# ---- mu0_arbmux ----
**mu0_arbmux: clock wiring as the flow saved it**

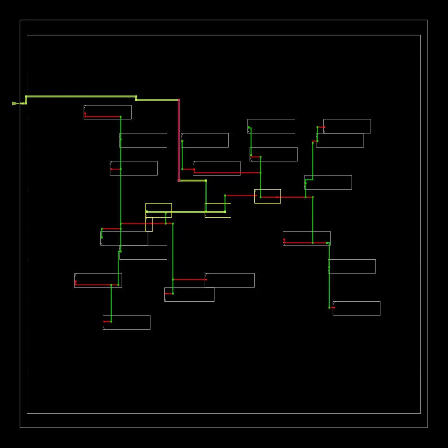

$ cat config.mk
export PLATFORM = sky130hd
export DESIGN_NAME = mu0_arbmux
export DESIGN_NICKNAME = d
export VERILOG_FILES = /design/src/rtl/mu0_arbmux.sv
export SDC_FILE = /design/constraint.sdc
export NUM_CORES = 1
export LEC_CHECK = 0
export CAP_MARGIN = 30
export CORE_UTILIZATION = 25
export DETAILED_ROUTE_END_ITERATION = 8
export RECOVER_POWER = 100
export SETUP_SLACK_MARGIN = 0.05
export SLEW_MARGIN = 20
export SYNTH_ARGS = -nofsm -noshare
export SYNTH_HDL_FRONTEND = slang
export SYNTH_SLANG_ARGS = --single-unit
export TNS_END_PERCENT = 50
$ cat constraint.sdc
create_clock -name Clk -period 4.8 [get_ports Clk]
set_clock_uncertainty 0.2 [all_clocks]
set_input_delay 0.72 -clock Clk [delete_from_list [all_inputs] [get_ports Clk]]
set_output_delay 0.72 -clock Clk [all_outputs]
set_load 0.02 [all_outputs]
$ cat src/rtl/mu0_arbmux.sv
// mu0_arbmux: N-channel registered multiplexer with a directed-select mode and a
// round-robin arbitration mode, followed by a one-deep valid/ready output register.
//
// Ports:
//   Clk     - clock, rising edge
//   nReset  - asynchronous active-low reset
//   D       - packed channel data, channel i at [i*WIDTH +: WIDTH]
//   Req     - per-channel request (data valid)
//   Mode    - 0: directed select by Sel, 1: round-robin arbitration
//   Sel     - channel index used in directed mode
//   Ready   - consumer accepts Q this cycle
//   Q       - registered selected data
//   Valid   - Q holds unconsumed data
//   Grant   - combinational one-hot: channel captured at the coming edge
module mu0_arbmux #(
    parameter int unsigned WIDTH    = 16,
    parameter int unsigned CHANNELS = 4,
    localparam int unsigned SW      = (CHANNELS > 2) ? $clog2(CHANNELS) : 1
) (
    input  logic                      Clk,
    input  logic                      nReset,
    input  logic [CHANNELS*WIDTH-1:0] D,
    input  logic [CHANNELS-1:0]       Req,
    input  logic                      Mode,
    input  logic [SW-1:0]             Sel,
    input  logic                      Ready,
    output logic [WIDTH-1:0]          Q,
    output logic                      Valid,
    output logic [CHANNELS-1:0]       Grant
);

    localparam int NCH = int'(CHANNELS);

    logic [WIDTH-1:0]    q_q, q_d;
    logic                valid_q, valid_d;
    logic [SW-1:0]       ptr_q, ptr_d;

    logic                load_opp;
    logic                found;
    logic [SW-1:0]       sel_idx;
    logic [WIDTH-1:0]    sel_data;
    logic [CHANNELS-1:0] grant_w;
    int                  idx;

    // Channel selection: never looks at D, so Grant is independent of data.
    always_comb begin
        load_opp = !valid_q || Ready;
        found    = 1'b0;
        sel_idx  = '0;
        idx      = 0;
        if (load_opp) begin
            if (!Mode) begin
                // Sel values with no matching channel select nothing.
                for (int i = 0; i < NCH; i++) begin
                    if (Sel == SW'(i) && Req[i]) begin
                        found   = 1'b1;
                        sel_idx = SW'(i);
                    end
                end
            end else begin
                // Search starts just after the last round-robin winner.
                for (int off = 1; off <= NCH; off++) begin
                    idx = (int'(ptr_q) + off) % NCH;
                    if (!found && Req[idx]) begin
                        found   = 1'b1;
                        sel_idx = SW'(idx);
                    end
                end
            end
        end
    end

    always_comb begin
        grant_w  = '0;
        sel_data = '0;
        for (int i = 0; i < NCH; i++) begin
            grant_w[i] = found && (sel_idx == SW'(i));
            if (sel_idx == SW'(i)) begin
                sel_data = D[i*WIDTH +: WIDTH];
            end
        end
    end

    always_comb begin
        valid_d = valid_q;
        q_d     = q_q;
        ptr_d   = ptr_q;
        if (load_opp) begin
            valid_d = found;
            if (found) begin
                q_d = sel_data;
                // Directed grants must not disturb round-robin fairness.
                if (Mode) begin
                    ptr_d = sel_idx;
                end
            end
        end
    end

    always_ff @(posedge Clk or negedge nReset) begin
        if (!nReset) begin
            q_q     <= '0;
            valid_q <= 1'b0;
            ptr_q   <= SW'(CHANNELS - 1);
        end else begin
            q_q     <= q_d;
            valid_q <= valid_d;
            ptr_q   <= ptr_d;
        end
    end

    // While in reset the output register looks empty, so mask Grant explicitly.
    assign Grant = nReset ? grant_w : '0;
    assign Q     = q_q;
    assign Valid = valid_q;

endmodule

# ---- red_pitaya_adc_frontend_flat ----
===== src/rtl/red_pitaya_adc_pkg.sv =====
// Shared helpers for the ADC capture front-end: code conversion, overrange
// limits and derived widths.
package red_pitaya_adc_pkg;

    localparam int unsigned ADC_DATA_WIDTH_DEF = 14;
    localparam int unsigned NUM_CH_DEF         = 2;
    localparam int unsigned MAX_DEC_LOG2_DEF   = 4;
    localparam int unsigned CNT_WIDTH_DEF      = 32;

    // Accumulator holds the sum of 2^dmax samples without overflow.
    function automatic int unsigned acc_width(input int unsigned w, input int unsigned dmax);
        return w + dmax;
    endfunction

    function automatic int unsigned dec_width(input int unsigned dmax);
        return (dmax > 0) ? $clog2(dmax + 1) : 1;
    endfunction

    function automatic logic [31:0] max_code(input int unsigned w);
        return 32'((64'd1 << (w - 1)) - 64'd1);
    endfunction

    function automatic logic [31:0] min_code(input int unsigned w);
        return 32'(64'd1 << (w - 1));
    endfunction

    // Inverted offset binary to two's complement: keep MSB, invert the rest.
    function automatic logic [31:0] to_twos(input logic [31:0] raw, input int unsigned w);
        return raw ^ max_code(w);
    endfunction

endpackage


===== src/rtl/red_pitaya_adc_frontend_if.sv =====
// ADC sample/config bus between the capture front-end and its environment.
interface red_pitaya_adc_frontend_if
    import red_pitaya_adc_pkg::*;
#(
    parameter int unsigned ADC_DATA_WIDTH = 14,
    parameter int unsigned NUM_CH         = 2,
    parameter int unsigned MAX_DEC_LOG2   = 4,
    parameter int unsigned CNT_WIDTH      = 32
);
    localparam int unsigned DEC_W = dec_width(MAX_DEC_LOG2);

    logic [NUM_CH*ADC_DATA_WIDTH-1:0] adc_dat_i;
    logic                             cfg_enable;
    logic [DEC_W-1:0]                 cfg_dec_log2;
    logic                             ovr_clr;
    logic                             adc_csn;
    logic [NUM_CH*ADC_DATA_WIDTH-1:0] m_dat_o;
    logic                             m_valid_o;
    logic [NUM_CH-1:0]                ovr_o;
    logic [NUM_CH-1:0]                ovr_sticky_o;
    logic [CNT_WIDTH-1:0]             sample_cnt_o;

    modport master (
        output adc_dat_i, cfg_enable, cfg_dec_log2, ovr_clr,
        input  adc_csn, m_dat_o, m_valid_o, ovr_o, ovr_sticky_o, sample_cnt_o
    );

    modport slave (
        input  adc_dat_i, cfg_enable, cfg_dec_log2, ovr_clr,
        output adc_csn, m_dat_o, m_valid_o, ovr_o, ovr_sticky_o, sample_cnt_o
    );

endinterface


===== src/rtl/red_pitaya_adc_frontend_ch_decimator.sv =====
// One ADC channel: input conversion register, overrange flags, boxcar
// accumulator and averaged output register.
module adc_ch_decimator
    import red_pitaya_adc_pkg::*;
#(
    parameter int unsigned ADC_DATA_WIDTH = 14,
    parameter int unsigned MAX_DEC_LOG2   = 4,
    localparam int unsigned DEC_W = dec_width(MAX_DEC_LOG2)
) (
    input  logic                      i_clk,
    input  logic                      i_rst,
    input  logic [ADC_DATA_WIDTH-1:0] i_raw,
    input  logic                      i_en,
    input  logic                      i_first,
    input  logic                      i_last,
    input  logic [DEC_W-1:0]          i_shift,
    input  logic                      i_ovr_clr,
    output logic [ADC_DATA_WIDTH-1:0] o_dat,
    output logic                      o_ovr,
    output logic                      o_ovr_sticky
);
    localparam int unsigned W     = ADC_DATA_WIDTH;
    localparam int unsigned ACC_W = acc_width(ADC_DATA_WIDTH, MAX_DEC_LOG2);

    logic        [W-1:0]     w_conv;
    logic                    w_ovr;
    logic signed [W-1:0]     r_s1;
    logic signed [ACC_W-1:0] r_acc;
    logic signed [ACC_W-1:0] w_sum;
    logic        [W-1:0]     r_dat;
    logic                    r_ovr;
    logic                    r_ovr_sticky;

    // A window start ignores the accumulator so stale partial sums never leak.
    always_comb begin
        w_conv = W'(to_twos(32'(i_raw), W));
        w_ovr  = (w_conv == W'(max_code(W))) || (w_conv == W'(min_code(W)));
        w_sum  = i_first ? ACC_W'(r_s1) : (r_acc + ACC_W'(r_s1));
    end

    always_ff @(posedge i_clk or posedge i_rst) begin
        if (i_rst) begin
            r_s1         <= '0;
            r_acc        <= '0;
            r_dat        <= '0;
            r_ovr        <= 1'b0;
            r_ovr_sticky <= 1'b0;
        end else begin
            r_s1  <= w_conv;
            r_ovr <= w_ovr;
            if (r_ovr)
                r_ovr_sticky <= 1'b1;
            else if (i_ovr_clr)
                r_ovr_sticky <= 1'b0;
            r_acc <= i_en ? w_sum : '0;
            if (i_last)
                r_dat <= W'(w_sum >>> i_shift);
        end
    end

    assign o_dat        = r_dat;
    assign o_ovr        = r_ovr;
    assign o_ovr_sticky = r_ovr_sticky;

endmodule


===== src/rtl/red_pitaya_adc_frontend.sv =====
// Multi-channel ADC capture front-end: shared decimation window control,
// per-channel conversion/averaging and output sample counter.
module red_pitaya_adc_frontend
    import red_pitaya_adc_pkg::*;
#(
    parameter int unsigned ADC_DATA_WIDTH = 14,
    parameter int unsigned NUM_CH         = 2,
    parameter int unsigned MAX_DEC_LOG2   = 4,
    parameter int unsigned CNT_WIDTH      = 32
) (
    input  logic                      adc_clk,
    input  logic                      adc_rst,
    red_pitaya_adc_frontend_if.slave  s_bus
);
    localparam int unsigned DEC_W = dec_width(MAX_DEC_LOG2);
    localparam int unsigned PH_W  = (MAX_DEC_LOG2 > 0) ? MAX_DEC_LOG2 : 1;

    logic [DEC_W-1:0]                 w_cfg_clamp;
    logic [DEC_W-1:0]                 w_d_cur;
    logic [DEC_W-1:0]                 r_d_act;
    logic [PH_W-1:0]                  r_ph;
    logic [PH_W-1:0]                  w_ph_last;
    logic                             w_first;
    logic                             w_last;
    logic                             r_valid;
    logic [CNT_WIDTH-1:0]             r_sample_cnt;
    logic [NUM_CH-1:0]                w_ovr;
    logic [NUM_CH-1:0]                w_ovr_sticky;
    logic [NUM_CH*ADC_DATA_WIDTH-1:0] w_dat;

    // At a window start the fresh (clamped) ratio governs this same sample.
    always_comb begin
        w_cfg_clamp = s_bus.cfg_dec_log2;
        if (32'(s_bus.cfg_dec_log2) > MAX_DEC_LOG2)
            w_cfg_clamp = DEC_W'(MAX_DEC_LOG2);
        w_first   = (r_ph == '0);
        w_d_cur   = w_first ? w_cfg_clamp : r_d_act;
        w_ph_last = PH_W'((64'd1 << w_d_cur) - 64'd1);
        w_last    = s_bus.cfg_enable && (r_ph == w_ph_last);
    end

    always_ff @(posedge adc_clk or posedge adc_rst) begin
        if (adc_rst) begin
            r_ph         <= '0;
            r_d_act      <= '0;
            r_valid      <= 1'b0;
            r_sample_cnt <= '0;
        end else begin
            r_valid <= w_last;
            if (!s_bus.cfg_enable) begin
                r_ph <= '0;
            end else begin
                if (w_first)
                    r_d_act <= w_cfg_clamp;
                r_ph <= w_last ? '0 : (r_ph + PH_W'(1));
                if (w_last)
                    r_sample_cnt <= r_sample_cnt + CNT_WIDTH'(1);
            end
        end
    end

    for (genvar c = 0; c < NUM_CH; c++) begin : g_ch
        adc_ch_decimator #(
            .ADC_DATA_WIDTH (ADC_DATA_WIDTH),
            .MAX_DEC_LOG2   (MAX_DEC_LOG2)
        ) u_ch (
            .i_clk        (adc_clk),
            .i_rst        (adc_rst),
            .i_raw        (s_bus.adc_dat_i[c*ADC_DATA_WIDTH +: ADC_DATA_WIDTH]),
            .i_en         (s_bus.cfg_enable),
            .i_first      (w_first),
            .i_last       (w_last),
            .i_shift      (w_d_cur),
            .i_ovr_clr    (s_bus.ovr_clr),
            .o_dat        (w_dat[c*ADC_DATA_WIDTH +: ADC_DATA_WIDTH]),
            .o_ovr        (w_ovr[c]),
            .o_ovr_sticky (w_ovr_sticky[c])
        );
    end

    assign s_bus.adc_csn      = 1'b1;
    assign s_bus.m_dat_o      = w_dat;
    assign s_bus.m_valid_o    = r_valid;
    assign s_bus.ovr_o        = w_ovr;
    assign s_bus.ovr_sticky_o = w_ovr_sticky;
    assign s_bus.sample_cnt_o = r_sample_cnt;

endmodule


===== src/flat_wrapper.sv =====
// flat-port wrapper written by rule: the top's interface ports become plain ports
module red_pitaya_adc_frontend_flat import red_pitaya_adc_pkg::*;
#(
    parameter int unsigned ADC_DATA_WIDTH = 14,
    parameter int unsigned NUM_CH         = 2,
    parameter int unsigned MAX_DEC_LOG2   = 4,
    parameter int unsigned CNT_WIDTH      = 32
)
  (adc_clk, adc_rst, s_bus_adc_dat_i, s_bus_cfg_enable, s_bus_cfg_dec_log2, s_bus_ovr_clr, s_bus_adc_csn, s_bus_m_dat_o, s_bus_m_valid_o, s_bus_ovr_o, s_bus_ovr_sticky_o, s_bus_sample_cnt_o);
  red_pitaya_adc_frontend_if #(.ADC_DATA_WIDTH(ADC_DATA_WIDTH), .NUM_CH(NUM_CH), .MAX_DEC_LOG2(MAX_DEC_LOG2), .CNT_WIDTH(CNT_WIDTH)) s_bus_i ();
  input  logic adc_clk;
  input  logic adc_rst;
  input wire logic [$bits(s_bus_i.adc_dat_i)-1:0] s_bus_adc_dat_i;
  input wire logic [$bits(s_bus_i.cfg_enable)-1:0] s_bus_cfg_enable;
  input wire logic [$bits(s_bus_i.cfg_dec_log2)-1:0] s_bus_cfg_dec_log2;
  input wire logic [$bits(s_bus_i.ovr_clr)-1:0] s_bus_ovr_clr;
  output wire logic [$bits(s_bus_i.adc_csn)-1:0] s_bus_adc_csn;
  output wire logic [$bits(s_bus_i.m_dat_o)-1:0] s_bus_m_dat_o;
  output wire logic [$bits(s_bus_i.m_valid_o)-1:0] s_bus_m_valid_o;
  output wire logic [$bits(s_bus_i.ovr_o)-1:0] s_bus_ovr_o;
  output wire logic [$bits(s_bus_i.ovr_sticky_o)-1:0] s_bus_ovr_sticky_o;
  output wire logic [$bits(s_bus_i.sample_cnt_o)-1:0] s_bus_sample_cnt_o;
  assign s_bus_i.adc_dat_i = s_bus_adc_dat_i;
  assign s_bus_i.cfg_enable = s_bus_cfg_enable;
  assign s_bus_i.cfg_dec_log2 = s_bus_cfg_dec_log2;
  assign s_bus_i.ovr_clr = s_bus_ovr_clr;
  assign s_bus_adc_csn = s_bus_i.adc_csn;
  assign s_bus_m_dat_o = s_bus_i.m_dat_o;
  assign s_bus_m_valid_o = s_bus_i.m_valid_o;
  assign s_bus_ovr_o = s_bus_i.ovr_o;
  assign s_bus_ovr_sticky_o = s_bus_i.ovr_sticky_o;
  assign s_bus_sample_cnt_o = s_bus_i.sample_cnt_o;
  red_pitaya_adc_frontend #(.ADC_DATA_WIDTH(ADC_DATA_WIDTH), .NUM_CH(NUM_CH), .MAX_DEC_LOG2(MAX_DEC_LOG2), .CNT_WIDTH(CNT_WIDTH)) u_core (.adc_clk(adc_clk), .adc_rst(adc_rst), .s_bus(s_bus_i));
endmodule

===== config.mk =====
export PLATFORM = sky130hd
export DESIGN_NAME = red_pitaya_adc_frontend_flat
export DESIGN_NICKNAME = d
export VERILOG_FILES = /design/src/rtl/red_pitaya_adc_pkg.sv /design/src/rtl/red_pitaya_adc_frontend_if.sv /design/src/rtl/red_pitaya_adc_frontend_ch_decimator.sv /design/src/rtl/red_pitaya_adc_frontend.sv /design/src/flat_wrapper.sv
export SDC_FILE = /design/constraint.sdc
export NUM_CORES = 1
export LEC_CHECK = 0
export CAP_MARGIN = 40
export CORE_UTILIZATION = 45
export DETAILED_ROUTE_END_ITERATION = 8
export HOLD_SLACK_MARGIN = 0.12
export PLACE_DENSITY = 0.66
export SYNTH_ARGS = -nofsm -noshare
export SYNTH_HDL_FRONTEND = slang
export SYNTH_SLANG_ARGS = --single-unit

===== constraint.sdc =====
create_clock -name adc_clk -period 8.3 [get_ports adc_clk]
set_clock_uncertainty 0.15 [all_clocks]
set_input_delay 1.245 -clock adc_clk [delete_from_list [all_inputs] [get_ports adc_clk]]
set_output_delay 1.245 -clock adc_clk [all_outputs]
set_load 0.005 [all_outputs]

# ---- vcfg_unit ----
File: src/rtl/vcfg_pkg.sv
// Shared types and constants for the vector configuration unit:
// cfg_mode encoding, vtype field layout, vlmul encodings and the vtype reset value.
package vcfg_pkg;

  typedef enum logic [1:0] {
    MODE_VSETVLI  = 2'd0,
    MODE_VSETIVLI = 2'd1,
    MODE_VSETVL   = 2'd2,
    MODE_RSVD     = 2'd3
  } cfg_mode_e;

  typedef enum logic [2:0] {
    LMUL_1    = 3'd0,
    LMUL_2    = 3'd1,
    LMUL_4    = 3'd2,
    LMUL_8    = 3'd3,
    LMUL_RSVD = 3'd4,
    LMUL_F8   = 3'd5,
    LMUL_F4   = 3'd6,
    LMUL_F2   = 3'd7
  } vlmul_e;

  localparam int VLMUL_LSB = 0;
  localparam int VSEW_LSB  = 3;
  localparam int VTA_POS   = 6;
  localparam int VMA_POS   = 7;
  localparam int RSVD_LSB  = 8;

  // vill always lives in the MSB of the XLEN-wide vtype CSR
  function automatic int vill_pos(input int xlen);
    return xlen - 1;
  endfunction

  // Reset / illegal vtype: only vill set; callers truncate to XLEN
  function automatic logic [63:0] vtype_rst(input int xlen);
    return 64'd1 << vill_pos(xlen);
  endfunction

endpackage

File: src/rtl/vcfg_vlmax_calc.sv
// Combinational vtype decode: legality of (vsew, vlmul) against ELEN and the
// resulting VLMAX for a VLEN-bit register group.
module vcfg_vlmax_calc
  import vcfg_pkg::*;
#(
  parameter int VLEN = 128,
  parameter int ELEN = 32
) (
  input  logic [2:0]             vlmul,
  input  logic [2:0]             vsew,
  output logic                   legal,
  output logic [$clog2(VLEN):0]  vlmax
);

  localparam int VW = $clog2(VLEN) + 1;
  localparam logic [2:0] SEW_MAX = 3'($clog2(ELEN / 8));

  logic [VW-1:0] base_s;
  logic [31:0]   sew_bits_s;
  logic [31:0]   elen_frac_s;
  logic [3:0]    frac_sh_s;
  logic          lmul_bad_s;

  // VLMAX scaling and the SEW <= ELEN*LMUL check for fractional groups
  always_comb begin
    frac_sh_s   = 4'd8 - {1'b0, vlmul};
    base_s      = VW'(VLEN) >> ({1'b0, vsew} + 4'd3);
    sew_bits_s  = 32'd8 << vsew;
    elen_frac_s = 32'(ELEN) >> frac_sh_s;
    lmul_bad_s  = 1'b0;
    vlmax       = base_s;
    case (vlmul_e'(vlmul))
      LMUL_1, LMUL_2, LMUL_4, LMUL_8: begin
        vlmax = base_s << vlmul[1:0];
      end
      LMUL_F8, LMUL_F4, LMUL_F2: begin
        vlmax      = base_s >> frac_sh_s;
        lmul_bad_s = (sew_bits_s > elen_frac_s);
      end
      LMUL_RSVD: begin
        vlmax      = {VW{1'b0}};
        lmul_bad_s = 1'b1;
      end
      default: begin
        vlmax      = {VW{1'b0}};
        lmul_bad_s = 1'b1;
      end
    endcase
    legal = (vsew <= SEW_MAX) && !lmul_bad_s;
  end

endmodule

File: src/rtl/vcfg_unit.sv
// Vector configuration unit: executes vsetvli/vsetivli/vsetvl in two cycles,
// owns vl/vtype/vstart/vlenb and writes the new vl back to the scalar rd.
module vcfg_unit
  import vcfg_pkg::*;
#(
  parameter int VLEN = 128,
  parameter int ELEN = 32,
  parameter int XLEN = 32
) (
  input  logic            clk,
  input  logic            nrst,
  input  logic            cfg_valid,
  output logic            cfg_ready,
  input  logic [1:0]      cfg_mode,
  input  logic [XLEN-1:0] cfg_avl,
  input  logic [XLEN-1:0] cfg_vtype,
  input  logic            cfg_rs1_x0,
  input  logic            cfg_rd_x0,
  input  logic [4:0]      cfg_rd_idx,
  output logic            wb_valid,
  output logic [4:0]      wb_rd,
  output logic [XLEN-1:0] wb_data,
  input  logic            vstart_wr_en,
  input  logic [XLEN-1:0] vstart_in,
  input  logic            vstart_clr,
  output logic [XLEN-1:0] vl_out,
  output logic [XLEN-1:0] vtype_out,
  output logic [XLEN-1:0] vstart_out,
  output logic [XLEN-1:0] vlenb_out
);

  localparam int VW = $clog2(VLEN) + 1;
  localparam logic [XLEN-1:0] VTYPE_RST = XLEN'(vtype_rst(XLEN));

  typedef enum logic {
    ST_IDLE = 1'b0,
    ST_EXEC = 1'b1
  } state_e;

  state_e          state_r;
  logic            cfg_ready_r;
  cfg_mode_e       req_mode_r;
  logic [XLEN-1:0] req_avl_r;
  logic [XLEN-2:0] req_vtype_r;
  logic            req_rs1_x0_r;
  logic            req_rd_x0_r;
  logic [4:0]      req_rd_idx_r;
  logic [XLEN-1:0] vl_r;
  logic [XLEN-1:0] vtype_r;
  logic [XLEN-1:0] vstart_r;
  logic            wb_valid_r;
  logic [4:0]      wb_rd_r;
  logic [XLEN-1:0] wb_data_r;

  logic            calc_legal_s;
  logic [VW-1:0]   calc_vlmax_s;
  logic            legal_s;
  logic [XLEN-1:0] avl_s;
  logic [XLEN-1:0] vlmax_s;
  logic [XLEN-1:0] new_vl_s;
  logic [XLEN-1:0] new_vtype_s;

  // The incoming vill bit carries no meaning for the request; legality is re-derived
  logic unused_vill_s;
  assign unused_vill_s = cfg_vtype[XLEN-1];

  vcfg_vlmax_calc #(
    .VLEN (VLEN),
    .ELEN (ELEN)
  ) u_vlmax_calc (
    .vlmul (req_vtype_r[VLMUL_LSB +: 3]),
    .vsew  (req_vtype_r[VSEW_LSB +: 3]),
    .legal (calc_legal_s),
    .vlmax (calc_vlmax_s)
  );

  // AVL selection and new vl / vtype for the staged request
  always_comb begin
    vlmax_s = {{(XLEN-VW){1'b0}}, calc_vlmax_s};
    legal_s = calc_legal_s && !(|req_vtype_r[XLEN-2:RSVD_LSB]) && (req_mode_r != MODE_RSVD);
    if (req_mode_r == MODE_VSETIVLI) begin
      avl_s = req_avl_r;
    end else if (!req_rs1_x0_r) begin
      avl_s = req_avl_r;
    end else if (!req_rd_x0_r) begin
      avl_s = {XLEN{1'b1}};
    end else begin
      avl_s = vl_r;
    end
    if (legal_s) begin
      new_vl_s    = (avl_s < vlmax_s) ? avl_s : vlmax_s;
      new_vtype_s = {{(XLEN-8){1'b0}}, req_vtype_r[VMA_POS:VLMUL_LSB]};
    end else begin
      new_vl_s    = {XLEN{1'b0}};
      new_vtype_s = VTYPE_RST;
    end
  end

  // Request FSM, stage register, vl/vtype CSRs and writeback register
  always_ff @(posedge clk) begin
    if (!nrst) begin
      state_r      <= ST_IDLE;
      cfg_ready_r  <= 1'b1;
      req_mode_r   <= MODE_VSETVLI;
      req_avl_r    <= {XLEN{1'b0}};
      req_vtype_r  <= {(XLEN-1){1'b0}};
      req_rs1_x0_r <= 1'b0;
      req_rd_x0_r  <= 1'b0;
      req_rd_idx_r <= 5'd0;
      vl_r         <= {XLEN{1'b0}};
      vtype_r      <= VTYPE_RST;
      wb_valid_r   <= 1'b0;
      wb_rd_r      <= 5'd0;
      wb_data_r    <= {XLEN{1'b0}};
    end else begin
      case (state_r)
        ST_IDLE: begin
          wb_valid_r <= 1'b0;
          if (cfg_valid && cfg_ready_r) begin
            req_mode_r   <= cfg_mode_e'(cfg_mode);
            req_avl_r    <= cfg_avl;
            req_vtype_r  <= cfg_vtype[XLEN-2:0];
            req_rs1_x0_r <= cfg_rs1_x0;
            req_rd_x0_r  <= cfg_rd_x0;
            req_rd_idx_r <= cfg_rd_idx;
            state_r      <= ST_EXEC;
            cfg_ready_r  <= 1'b0;
          end else begin
            state_r     <= ST_IDLE;
            cfg_ready_r <= 1'b1;
          end
        end
        ST_EXEC: begin
          vl_r       <= new_vl_s;
          vtype_r    <= new_vtype_s;
          wb_valid_r <= !req_rd_x0_r;
          if (!req_rd_x0_r) begin
            wb_rd_r   <= req_rd_idx_r;
            wb_data_r <= new_vl_s;
          end else begin
            wb_rd_r   <= wb_rd_r;
            wb_data_r <= wb_data_r;
          end
          state_r     <= ST_IDLE;
          cfg_ready_r <= 1'b1;
        end
        default: begin
          state_r     <= ST_IDLE;
          cfg_ready_r <= 1'b1;
          wb_valid_r  <= 1'b0;
        end
      endcase
    end
  end

  // vstart: explicit write beats the clear from a commit or a completed instruction
  always_ff @(posedge clk) begin
    if (!nrst) begin
      vstart_r <= {XLEN{1'b0}};
    end else if (vstart_wr_en) begin
      vstart_r <= vstart_in;
    end else if ((state_r == ST_EXEC) || vstart_clr) begin
      vstart_r <= {XLEN{1'b0}};
    end else begin
      vstart_r <= vstart_r;
    end
  end

  assign cfg_ready  = cfg_ready_r;
  assign wb_valid   = wb_valid_r;
  assign wb_rd      = wb_rd_r;
  assign wb_data    = wb_data_r;
  assign vl_out     = vl_r;
  assign vtype_out  = vtype_r;
  assign vstart_out = vstart_r;
  assign vlenb_out  = XLEN'(VLEN / 8);

endmodule

File: config.mk
export PLATFORM = sky130hd
export DESIGN_NAME = vcfg_unit
export DESIGN_NICKNAME = d
export VERILOG_FILES = /design/src/rtl/vcfg_pkg.sv /design/src/rtl/vcfg_vlmax_calc.sv /design/src/rtl/vcfg_unit.sv
export SDC_FILE = /design/constraint.sdc
export NUM_CORES = 1
export LEC_CHECK = 0
export CORE_MARGIN = 1
export CORE_UTILIZATION = 49
export CTS_CLUSTER_SIZE = 25
export DETAILED_ROUTE_END_ITERATION = 6
export GPL_TIMING_DRIVEN = 1
export PLACE_DENSITY = 0.89
export SLEW_MARGIN = 20
export SYNTH_ARGS = -nofsm -noshare
export SYNTH_HDL_FRONTEND = slang
export SYNTH_SLANG_ARGS = --single-unit
File: constraint.sdc
create_clock -name clk -period 9.9 [get_ports clk]
set_clock_uncertainty 0.05 [all_clocks]
set_input_delay 1.485 -clock clk [delete_from_list [all_inputs] [get_ports clk]]
set_output_delay 1.485 -clock clk [all_outputs]
set_load 0.05 [all_outputs]
# ---- decoder_n_scan_flat ----
[config.mk]
export PLATFORM = sky130hd
export DESIGN_NAME = decoder_n_scan_flat
export DESIGN_NICKNAME = d
export VERILOG_FILES = /design/src/rtl/decoder_n_scan_if.sv /design/src/rtl/decoder_n_scan.sv /design/src/flat_wrapper.sv
export SDC_FILE = /design/constraint.sdc
export NUM_CORES = 1
export LEC_CHECK = 0
export ABC_AREA = 0
export CAP_MARGIN = 25
export CORE_MARGIN = 4
export CORE_UTILIZATION = 57
export CTS_CLUSTER_SIZE = 24
export DETAILED_ROUTE_END_ITERATION = 16
export GPL_ROUTABILITY_DRIVEN = 0
export PLACE_DENSITY = 0.83
export SETUP_SLACK_MARGIN = 0.4
export SYNTH_ARGS = -nofsm -noshare
export SYNTH_HDL_FRONTEND = slang
export SYNTH_SLANG_ARGS = --single-unit
[constraint.sdc]
create_clock -name clk -period 3.26 [get_ports clk]
set_input_delay 0.978 -clock clk [delete_from_list [all_inputs] [get_ports clk]]
set_output_delay 0.978 -clock clk [all_outputs]
set_load 0.02 [all_outputs]
[src/rtl/decoder_n_scan_if.sv]
// Bus bundle for decoder_n_scan: control inputs toward the decoder and the
// registered select / scan-status outputs back to the controller.
interface decoder_n_scan_if #(
   parameter int N = 2
);
   localparam int NOUT = 1 << N;

   logic            en_n;
   logic            mode;
   logic [N-1:0]    sel;
   logic            start;
   logic [NOUT-1:0] y;
   logic [N-1:0]    idx;
   logic            busy;
   logic            done;

   // Controller side: drives enable/mode/select/start, observes outputs.
   modport master (
      output en_n, mode, sel, start,
      input  y, idx, busy, done
   );

   // Decoder side.
   modport slave (
      input  en_n, mode, sel, start,
      output y, idx, busy, done
   );
endinterface

[src/rtl/decoder_n_scan.sv]
// N-to-2^N decoder with registered active-low one-hot outputs, optional
// break-before-make blanking between different outputs, and an autonomous
// SCAN mode that walks every output with a programmable dwell time.
module decoder_n_scan #(
   parameter int N     = 2,
   parameter int DWELL = 4,
   parameter int BLANK = 1
) (
   input  logic             clk,
   input  logic             rst_n,
   decoder_n_scan_if.slave  bus
);
   localparam int NOUT = 1 << N;
   localparam int MAXC = (DWELL > BLANK) ? DWELL : BLANK;
   localparam int CW   = $clog2(MAXC + 1);

   localparam logic [CW-1:0]   DWELL_LAST = CW'(DWELL - 1);
   localparam logic [CW-1:0]   BLANK_LAST = CW'((BLANK > 0) ? (BLANK - 1) : 0);
   localparam logic [N-1:0]    IDX_LAST   = N'(NOUT - 1);
   localparam logic [NOUT-1:0] ALL_HIGH   = {NOUT{1'b1}};
   localparam logic [CW-1:0]   CNT_ONE    = CW'(1);
   localparam logic [N-1:0]    IDX_ONE    = N'(1);
   localparam logic            HAS_GAP    = (BLANK > 0);

   typedef enum logic [2:0] {
      ST_IDLE     = 3'd0,
      ST_DRIVE    = 3'd1,
      ST_GAP      = 3'd2,
      ST_SCAN_ON  = 3'd3,
      ST_SCAN_GAP = 3'd4
   } state_t;

   state_t          state_q, state_d;
   logic [NOUT-1:0] y_q, y_d;
   logic [N-1:0]    idx_q, idx_d;
   logic            busy_q, busy_d;
   logic            done_q, done_d;
   logic [CW-1:0]   cnt_q, cnt_d;

   // Active-low one-hot pattern for a given output index.
   function automatic logic [NOUT-1:0] low_sel(input logic [N-1:0] s);
      logic [NOUT-1:0] one;
      one     = {{(NOUT-1){1'b0}}, 1'b1};
      low_sel = ~(one << s);
   endfunction

   // Next-state and next-output computation; en_n overrides everything.
   always_comb begin
      state_d = state_q;
      y_d     = y_q;
      idx_d   = idx_q;
      busy_d  = busy_q;
      done_d  = 1'b0;
      cnt_d   = cnt_q;
      if (bus.en_n) begin
         state_d = ST_IDLE;
         y_d     = ALL_HIGH;
         busy_d  = 1'b0;
         cnt_d   = '0;
      end else begin
         case (state_q)
            ST_IDLE: begin
               if (!bus.mode) begin
                  state_d = ST_DRIVE;
                  y_d     = low_sel(bus.sel);
                  idx_d   = bus.sel;
               end else if (bus.start) begin
                  state_d = ST_SCAN_ON;
                  y_d     = low_sel('0);
                  idx_d   = '0;
                  busy_d  = 1'b1;
                  cnt_d   = '0;
               end else begin
                  y_d = ALL_HIGH;
               end
            end
            ST_DRIVE: begin
               if (bus.mode) begin
                  state_d = ST_IDLE;
                  y_d     = ALL_HIGH;
               end else if (bus.sel != idx_q) begin
                  if (HAS_GAP) begin
                     state_d = ST_GAP;
                     y_d     = ALL_HIGH;
                     cnt_d   = '0;
                  end else begin
                     y_d   = low_sel(bus.sel);
                     idx_d = bus.sel;
                  end
               end else begin
                  y_d = y_q;
               end
            end
            ST_GAP: begin
               if (bus.mode) begin
                  state_d = ST_IDLE;
                  y_d     = ALL_HIGH;
                  cnt_d   = '0;
               end else if (cnt_q == BLANK_LAST) begin
                  // Drive whatever sel holds when the blanking ends.
                  state_d = ST_DRIVE;
                  y_d     = low_sel(bus.sel);
                  idx_d   = bus.sel;
                  cnt_d   = '0;
               end else begin
                  cnt_d = cnt_q + CNT_ONE;
               end
            end
            ST_SCAN_ON: begin
               if (cnt_q == DWELL_LAST) begin
                  cnt_d = '0;
                  if (idx_q == IDX_LAST) begin
                     // Last output done: no trailing gap, finish the scan.
                     state_d = ST_IDLE;
                     y_d     = ALL_HIGH;
                     busy_d  = 1'b0;
                     done_d  = 1'b1;
                  end else if (HAS_GAP) begin
                     state_d = ST_SCAN_GAP;
                     y_d     = ALL_HIGH;
                  end else begin
                     idx_d = idx_q + IDX_ONE;
                     y_d   = low_sel(idx_q + IDX_ONE);
                  end
               end else begin
                  cnt_d = cnt_q + CNT_ONE;
               end
            end
            ST_SCAN_GAP: begin
               if (cnt_q == BLANK_LAST) begin
                  state_d = ST_SCAN_ON;
                  idx_d   = idx_q + IDX_ONE;
                  y_d     = low_sel(idx_q + IDX_ONE);
                  cnt_d   = '0;
               end else begin
                  cnt_d = cnt_q + CNT_ONE;
               end
            end
            default: begin
               state_d = ST_IDLE;
               y_d     = ALL_HIGH;
               busy_d  = 1'b0;
               cnt_d   = '0;
            end
         endcase
      end
   end

   // State and output registers with asynchronous active-low reset.
   always_ff @(posedge clk or negedge rst_n) begin
      if (!rst_n) begin
         state_q <= ST_IDLE;
         y_q     <= ALL_HIGH;
         idx_q   <= '0;
         busy_q  <= 1'b0;
         done_q  <= 1'b0;
         cnt_q   <= '0;
      end else begin
         state_q <= state_d;
         y_q     <= y_d;
         idx_q   <= idx_d;
         busy_q  <= busy_d;
         done_q  <= done_d;
         cnt_q   <= cnt_d;
      end
   end

   assign bus.y    = y_q;
   assign bus.idx  = idx_q;
   assign bus.busy = busy_q;
   assign bus.done = done_q;

endmodule

[src/flat_wrapper.sv]
// flat-port wrapper written by rule: the top's interface ports become plain ports
module decoder_n_scan_flat 
#(
   parameter int N     = 2,
   parameter int DWELL = 4,
   parameter int BLANK = 1
)
  (clk, rst_n, bus_en_n, bus_mode, bus_sel, bus_start, bus_y, bus_idx, bus_busy, bus_done);
  decoder_n_scan_if #(.N(N)) bus_i ();
  input  logic clk;
  input  logic rst_n;
  input wire logic [$bits(bus_i.en_n)-1:0] bus_en_n;
  input wire logic [$bits(bus_i.mode)-1:0] bus_mode;
  input wire logic [$bits(bus_i.sel)-1:0] bus_sel;
  input wire logic [$bits(bus_i.start)-1:0] bus_start;
  output wire logic [$bits(bus_i.y)-1:0] bus_y;
  output wire logic [$bits(bus_i.idx)-1:0] bus_idx;
  output wire logic [$bits(bus_i.busy)-1:0] bus_busy;
  output wire logic [$bits(bus_i.done)-1:0] bus_done;
  assign bus_i.en_n = bus_en_n;
  assign bus_i.mode = bus_mode;
  assign bus_i.sel = bus_sel;
  assign bus_i.start = bus_start;
  assign bus_y = bus_i.y;
  assign bus_idx = bus_i.idx;
  assign bus_busy = bus_i.busy;
  assign bus_done = bus_i.done;
  decoder_n_scan #(.N(N), .DWELL(DWELL), .BLANK(BLANK)) u_core (.clk(clk), .rst_n(rst_n), .bus(bus_i));
endmodule
**mu0_arbmux: met2 routing**

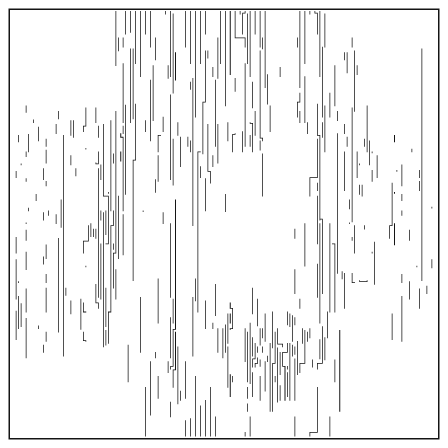
longest straight run = 42.8 µm
share of all routed wire = 46%

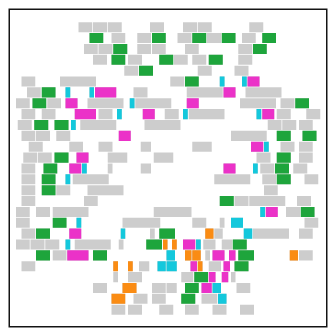
**Above:** mu0_arbmux (gate families picked out).
green -> mux cells  # cells 40, most used mux2i_1, where all over the die
orange -> nor cells  # cells 11, most used nor2_1, where bottom center
cyan -> nand cells  # cells 25, most used nand2_1
magenta -> aoi and oai cells  # cells 24, most used o221ai_1

About 'clock wiring as the flow saved it' of mu0_arbmux:
clock tree sinks: 19
cts bufs inserted: 3
Skew-Pair Late Insertion Delay: 250 ps
power in the clock group: 0.112 mW

==> results.txt, mu0_arbmux <==
Results of an implementation run.

The flow ran to the end, and the final reports show no timing, DRC or antenna violations. The number of register bits inferred by synthesis is 19. The post-route utilization of the core is recorded as 43.66%. The number of iterations in the first detailed-routing pass is 4. Per the detailed placement report, the placed cell area equals approximately 2400 µm².

The all-layer global routing usage is ~14%. The maximum buffer depth of the clock tree is 2. The detailed-route wire length is roughly 4.3 mm. The number of instances resized during post-cts repair is 0. The well-tap cell count is between 70 and 80. Ranking logic cells in the layout by count gives the top entries sky130_fd_sc_hd__clkdlybuf4s50_1, sky130_fd_sc_hd__mux2i_1, sky130_fd_sc_hd__dlygate4sd3_1, sky130_fd_sc_hd__nand2_1, sky130_fd_sc_hd__dfrtp_1. Buffers outside the clock tree occupy 39.65% of the routed design's cell area. The met2 usage in global routing is 23.88%. For the worst reg-to-reg path, the startpoint reported by OpenROAD is ptr_q[0]$_DFFE_PN1P_. The routed via count divided by cell count is 4.780.

The final count of hold timing violations is 0. By area, the class that comes first in the final layout consists of buffers. The worst-case headroom to the max-slew limit is between 20 and 30%. The post-CTS hold buffer count recorded in the log is 0. The smallest hold slack is 286.7 ps. The met3 wire length is 400 µm. The power dissipated by switching net loads is 0.3009 mW.
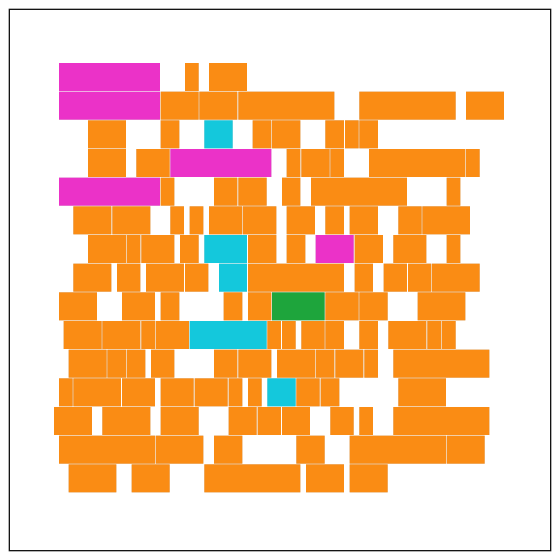
**Above:** decoder_n_scan_flat (drive-strength map).
green -> x6 and larger  # cells 1, share 0.78%
orange -> x1 and smaller  # cells 117, share 91%
cyan -> x3 and x4  # cells 5, share 3.9%
magenta -> x2  # cells 5, share 3.9%

==> results.txt, decoder_n_scan_flat <==
Results of an implementation run.

The power density of the placed cells is roughly 400 nW/µm². The beginning of the worst register-to-register path is u_core.state_q[1]$_DFFE_PN0P_. The final count of hold timing violations is 0. The number of ordinary and repair buffers in the finished layout is 14.

The area share of xor/xnor cells in the synthesized design is approximately 1.6%. The area of the core region is 1745 µm². The layout summary lists the proportion of cells stronger than drive strength 1 as 8.594%. In this run the biggest area consumer among cell types represents 23.47% of the synthesized area. After synthesis, the most frequently instantiated cells are sky130_fd_sc_hd__dfrtp_1, sky130_fd_sc_hd__inv_1, sky130_fd_sc_hd__ha_1. The clock buffer count from CTS is 3. The number of cells on the worst reg-to-reg path is 4. The count of unique library cells instantiated by Yosys is 44. The setup slack of the most critical reg-to-reg path is 1280 ps. The number of clock sinks seen by CTS is 14. Registers represent a cell area share of about 29%. In the synthesized netlist, the dominant kind of combinational cell is AND-OR/OR-AND gates.

In the layout the commonest cells are sky130_fd_sc_hd__clkdlybuf4s50_1, sky130_fd_sc_hd__dfrtp_1, sky130_fd_sc_hd__inv_1, sky130_fd_sc_hd__ha_1. The run finished with clean final reports. The switching part of the total is between 30% and 40%.

The power dissipated by switching net loads is around 0.17 mW. The critical path depth is 5. The total standard cell area after synthesis is 1066 µm².

The hold-fix buffer count after cts is 0. Relative to the synthesized area, the layout overhead comes to 16.55%. The endpoint with the worst hold slack is u_core.bus.y[1]$_DFFE_PN1P_.
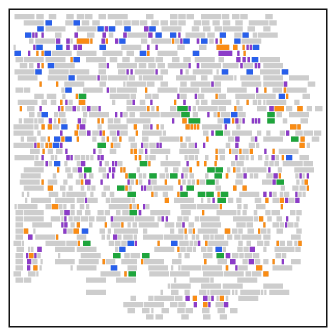
**Above:** red_pitaya_adc_frontend_flat (gate families picked out).
green -> mux cells  # cells 33, most used mux2i_1
blue -> xor and xnor cells  # cells 49, most used xnor2_1, where all over the die
purple -> nand cells  # cells 168, most used nand2_1, where all over the die
orange -> nor cells  # cells 145, most used nor2_1

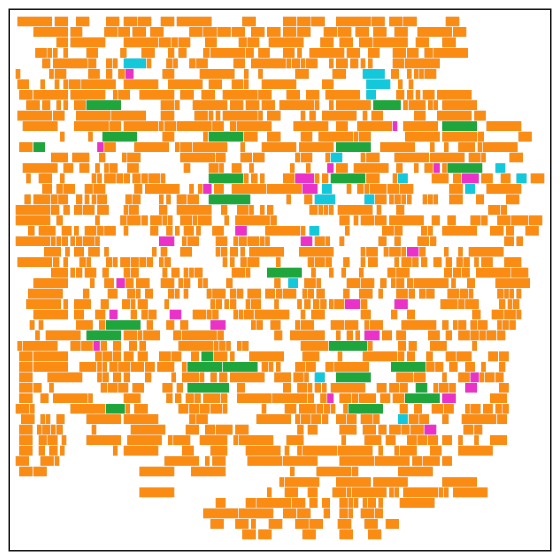
**Above:** red_pitaya_adc_frontend_flat (drive-strength map).
cyan -> x3 and x4  # cells 16, share 1.5%
green -> x6 and larger  # cells 25, share 2.3%
orange -> x1 and smaller  # cells 1000, share 94%
magenta -> x2  # cells 26, share 2.4%

==> results.txt, red_pitaya_adc_frontend_flat <==
Results of an implementation run.

The combinational group share of total power is 40.4%. Summed over all sequential cells, the power is between 0.8 and 0.9 mW. The flow ran to the end, and the final reports show no timing, DRC or antenna violations. Looking at the reg2reg group, the worst path ends at u_core.s_bus.sample_cnt_o[22]$_DFFE_PP0P_.

In the post-route report, total wirelength is listed as 23.01 mm. The worst-case headroom to the max-slew limit is 44.69%. For the pin with the worst max-slew slack, the measured transition is 808.8 ps. The routed length per placed instance is around 18 µm.

Cells fill 55.48% of the core in the end. The synthesized netlist handed to floorplanning was reported with a cell count of 977. The routed design shows a via density per instance of a little under 6. The group with the largest share of power is combinational cells. The timing report gives the biggest stage delay along the critical path as 630 ps. The number of inserted diodes is 0.

The H-tree was split into 4 levels. The commonest cells after synthesis are sky130_fd_sc_hd__dfrtp_1, sky130_fd_sc_hd__nand2_1, sky130_fd_sc_hd__nor2_1. Global routing used 32.95% of the available met1 tracks. The number of global-route vias before repair is 7113. Per report_power, the Clock row totals 0.740 mW.

The number of port buffers is slightly below 100. The warning count from the yosys run is 0. The buffering stage count on the worst path with inverters included is 3. The total standard cell area after synthesis is between 8000 and 9000 µm².

The cell with the largest stage delay on the worst path is sky130_fd_sc_hd__clkdlybuf4s50_1. The number of register bits inferred by synthesis is 136.
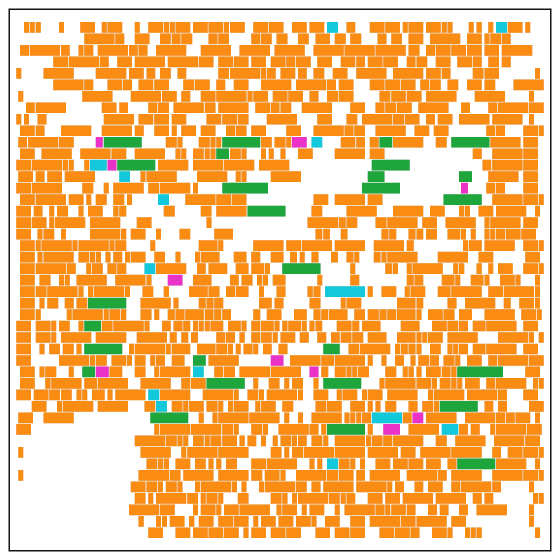
**Above:** vcfg_unit (drive-strength map).
green -> x6 and larger  # cells 27, share 2.5%
magenta -> x2  # cells 10, share 0.93%
cyan -> x3 and x4  # cells 14, share 1.3%
orange -> x1 and smaller  # cells 1024, share 95%

==> results.txt, vcfg_unit <==
Results of an implementation run.

The flow ran to the end, and the final reports show no timing, DRC or antenna violations. In this run, synthesis produced a sequential element count of around 190. IR analysis of the VDD net gives a maximum drop of 0.0001238 V.

After global routing the overflow that remains totals 0. The clock latency at the later pin of the worst-skew pair is ~430 ps. The proportion of register bits with asynchronous set or reset after synthesis is 0%. The number of enable-type register cells in the synthesized netlist is 0. The net count reported at finish is 1189. The clock drives 185 sinks. Per the synthesis report, the XOR/XNOR share of the synthesized area is 0.2256%. The all-layer global routing usage is 23.86%. Together, buffers and inverters on the worst path number 1.

The detailed-route wire length is 19.13 mm. By area, the class that comes first in the final layout consists of flip-flops and latches. The total routed wire length on the met1 layer is 8.194 mm. Net switching is 28.16% of the power. The initial antenna violation count came to 0. The met3 global-route usage is ~5.8%.


==> layout pictures side by side <==
Met2 routing.
picture 1
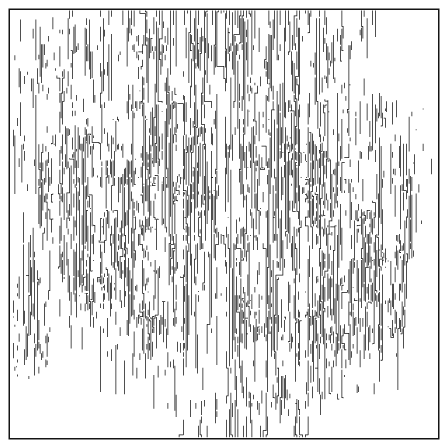
picture 2
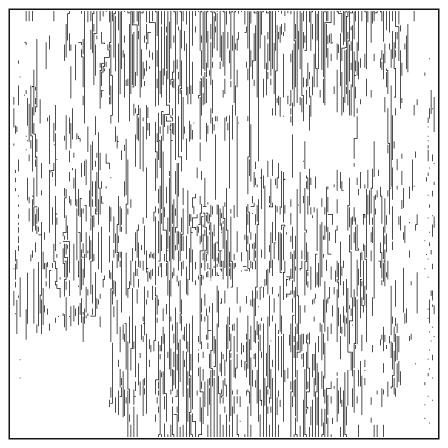
picture 3
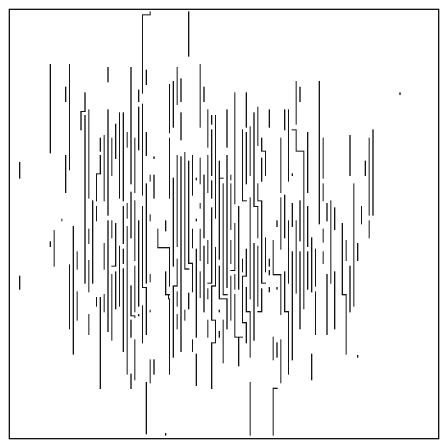
- decoder_n_scan_flat = picture 3
- red_pitaya_adc_frontend_flat = picture 1
- vcfg_unit = picture 2


==> gallery <==
Clock wiring as the flow saved it.
shot_01.png
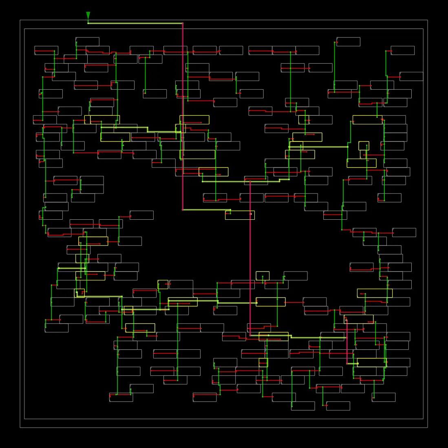
shot_02.png
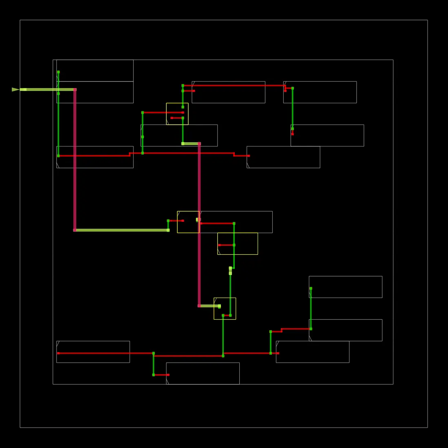
shot_03.png
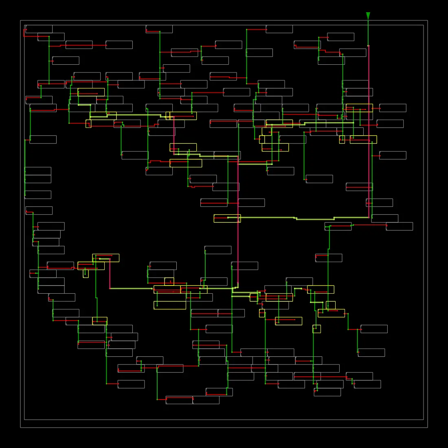
- shot_02.png = decoder_n_scan_flat
- shot_03.png = red_pitaya_adc_frontend_flat
- shot_01.png = vcfg_unit
Of these, most sequential cells: shot_01.png
Of these, fewest clock buffers: shot_02.png

Power figures rest on the tool's default switching activity, not on a simulated workload.
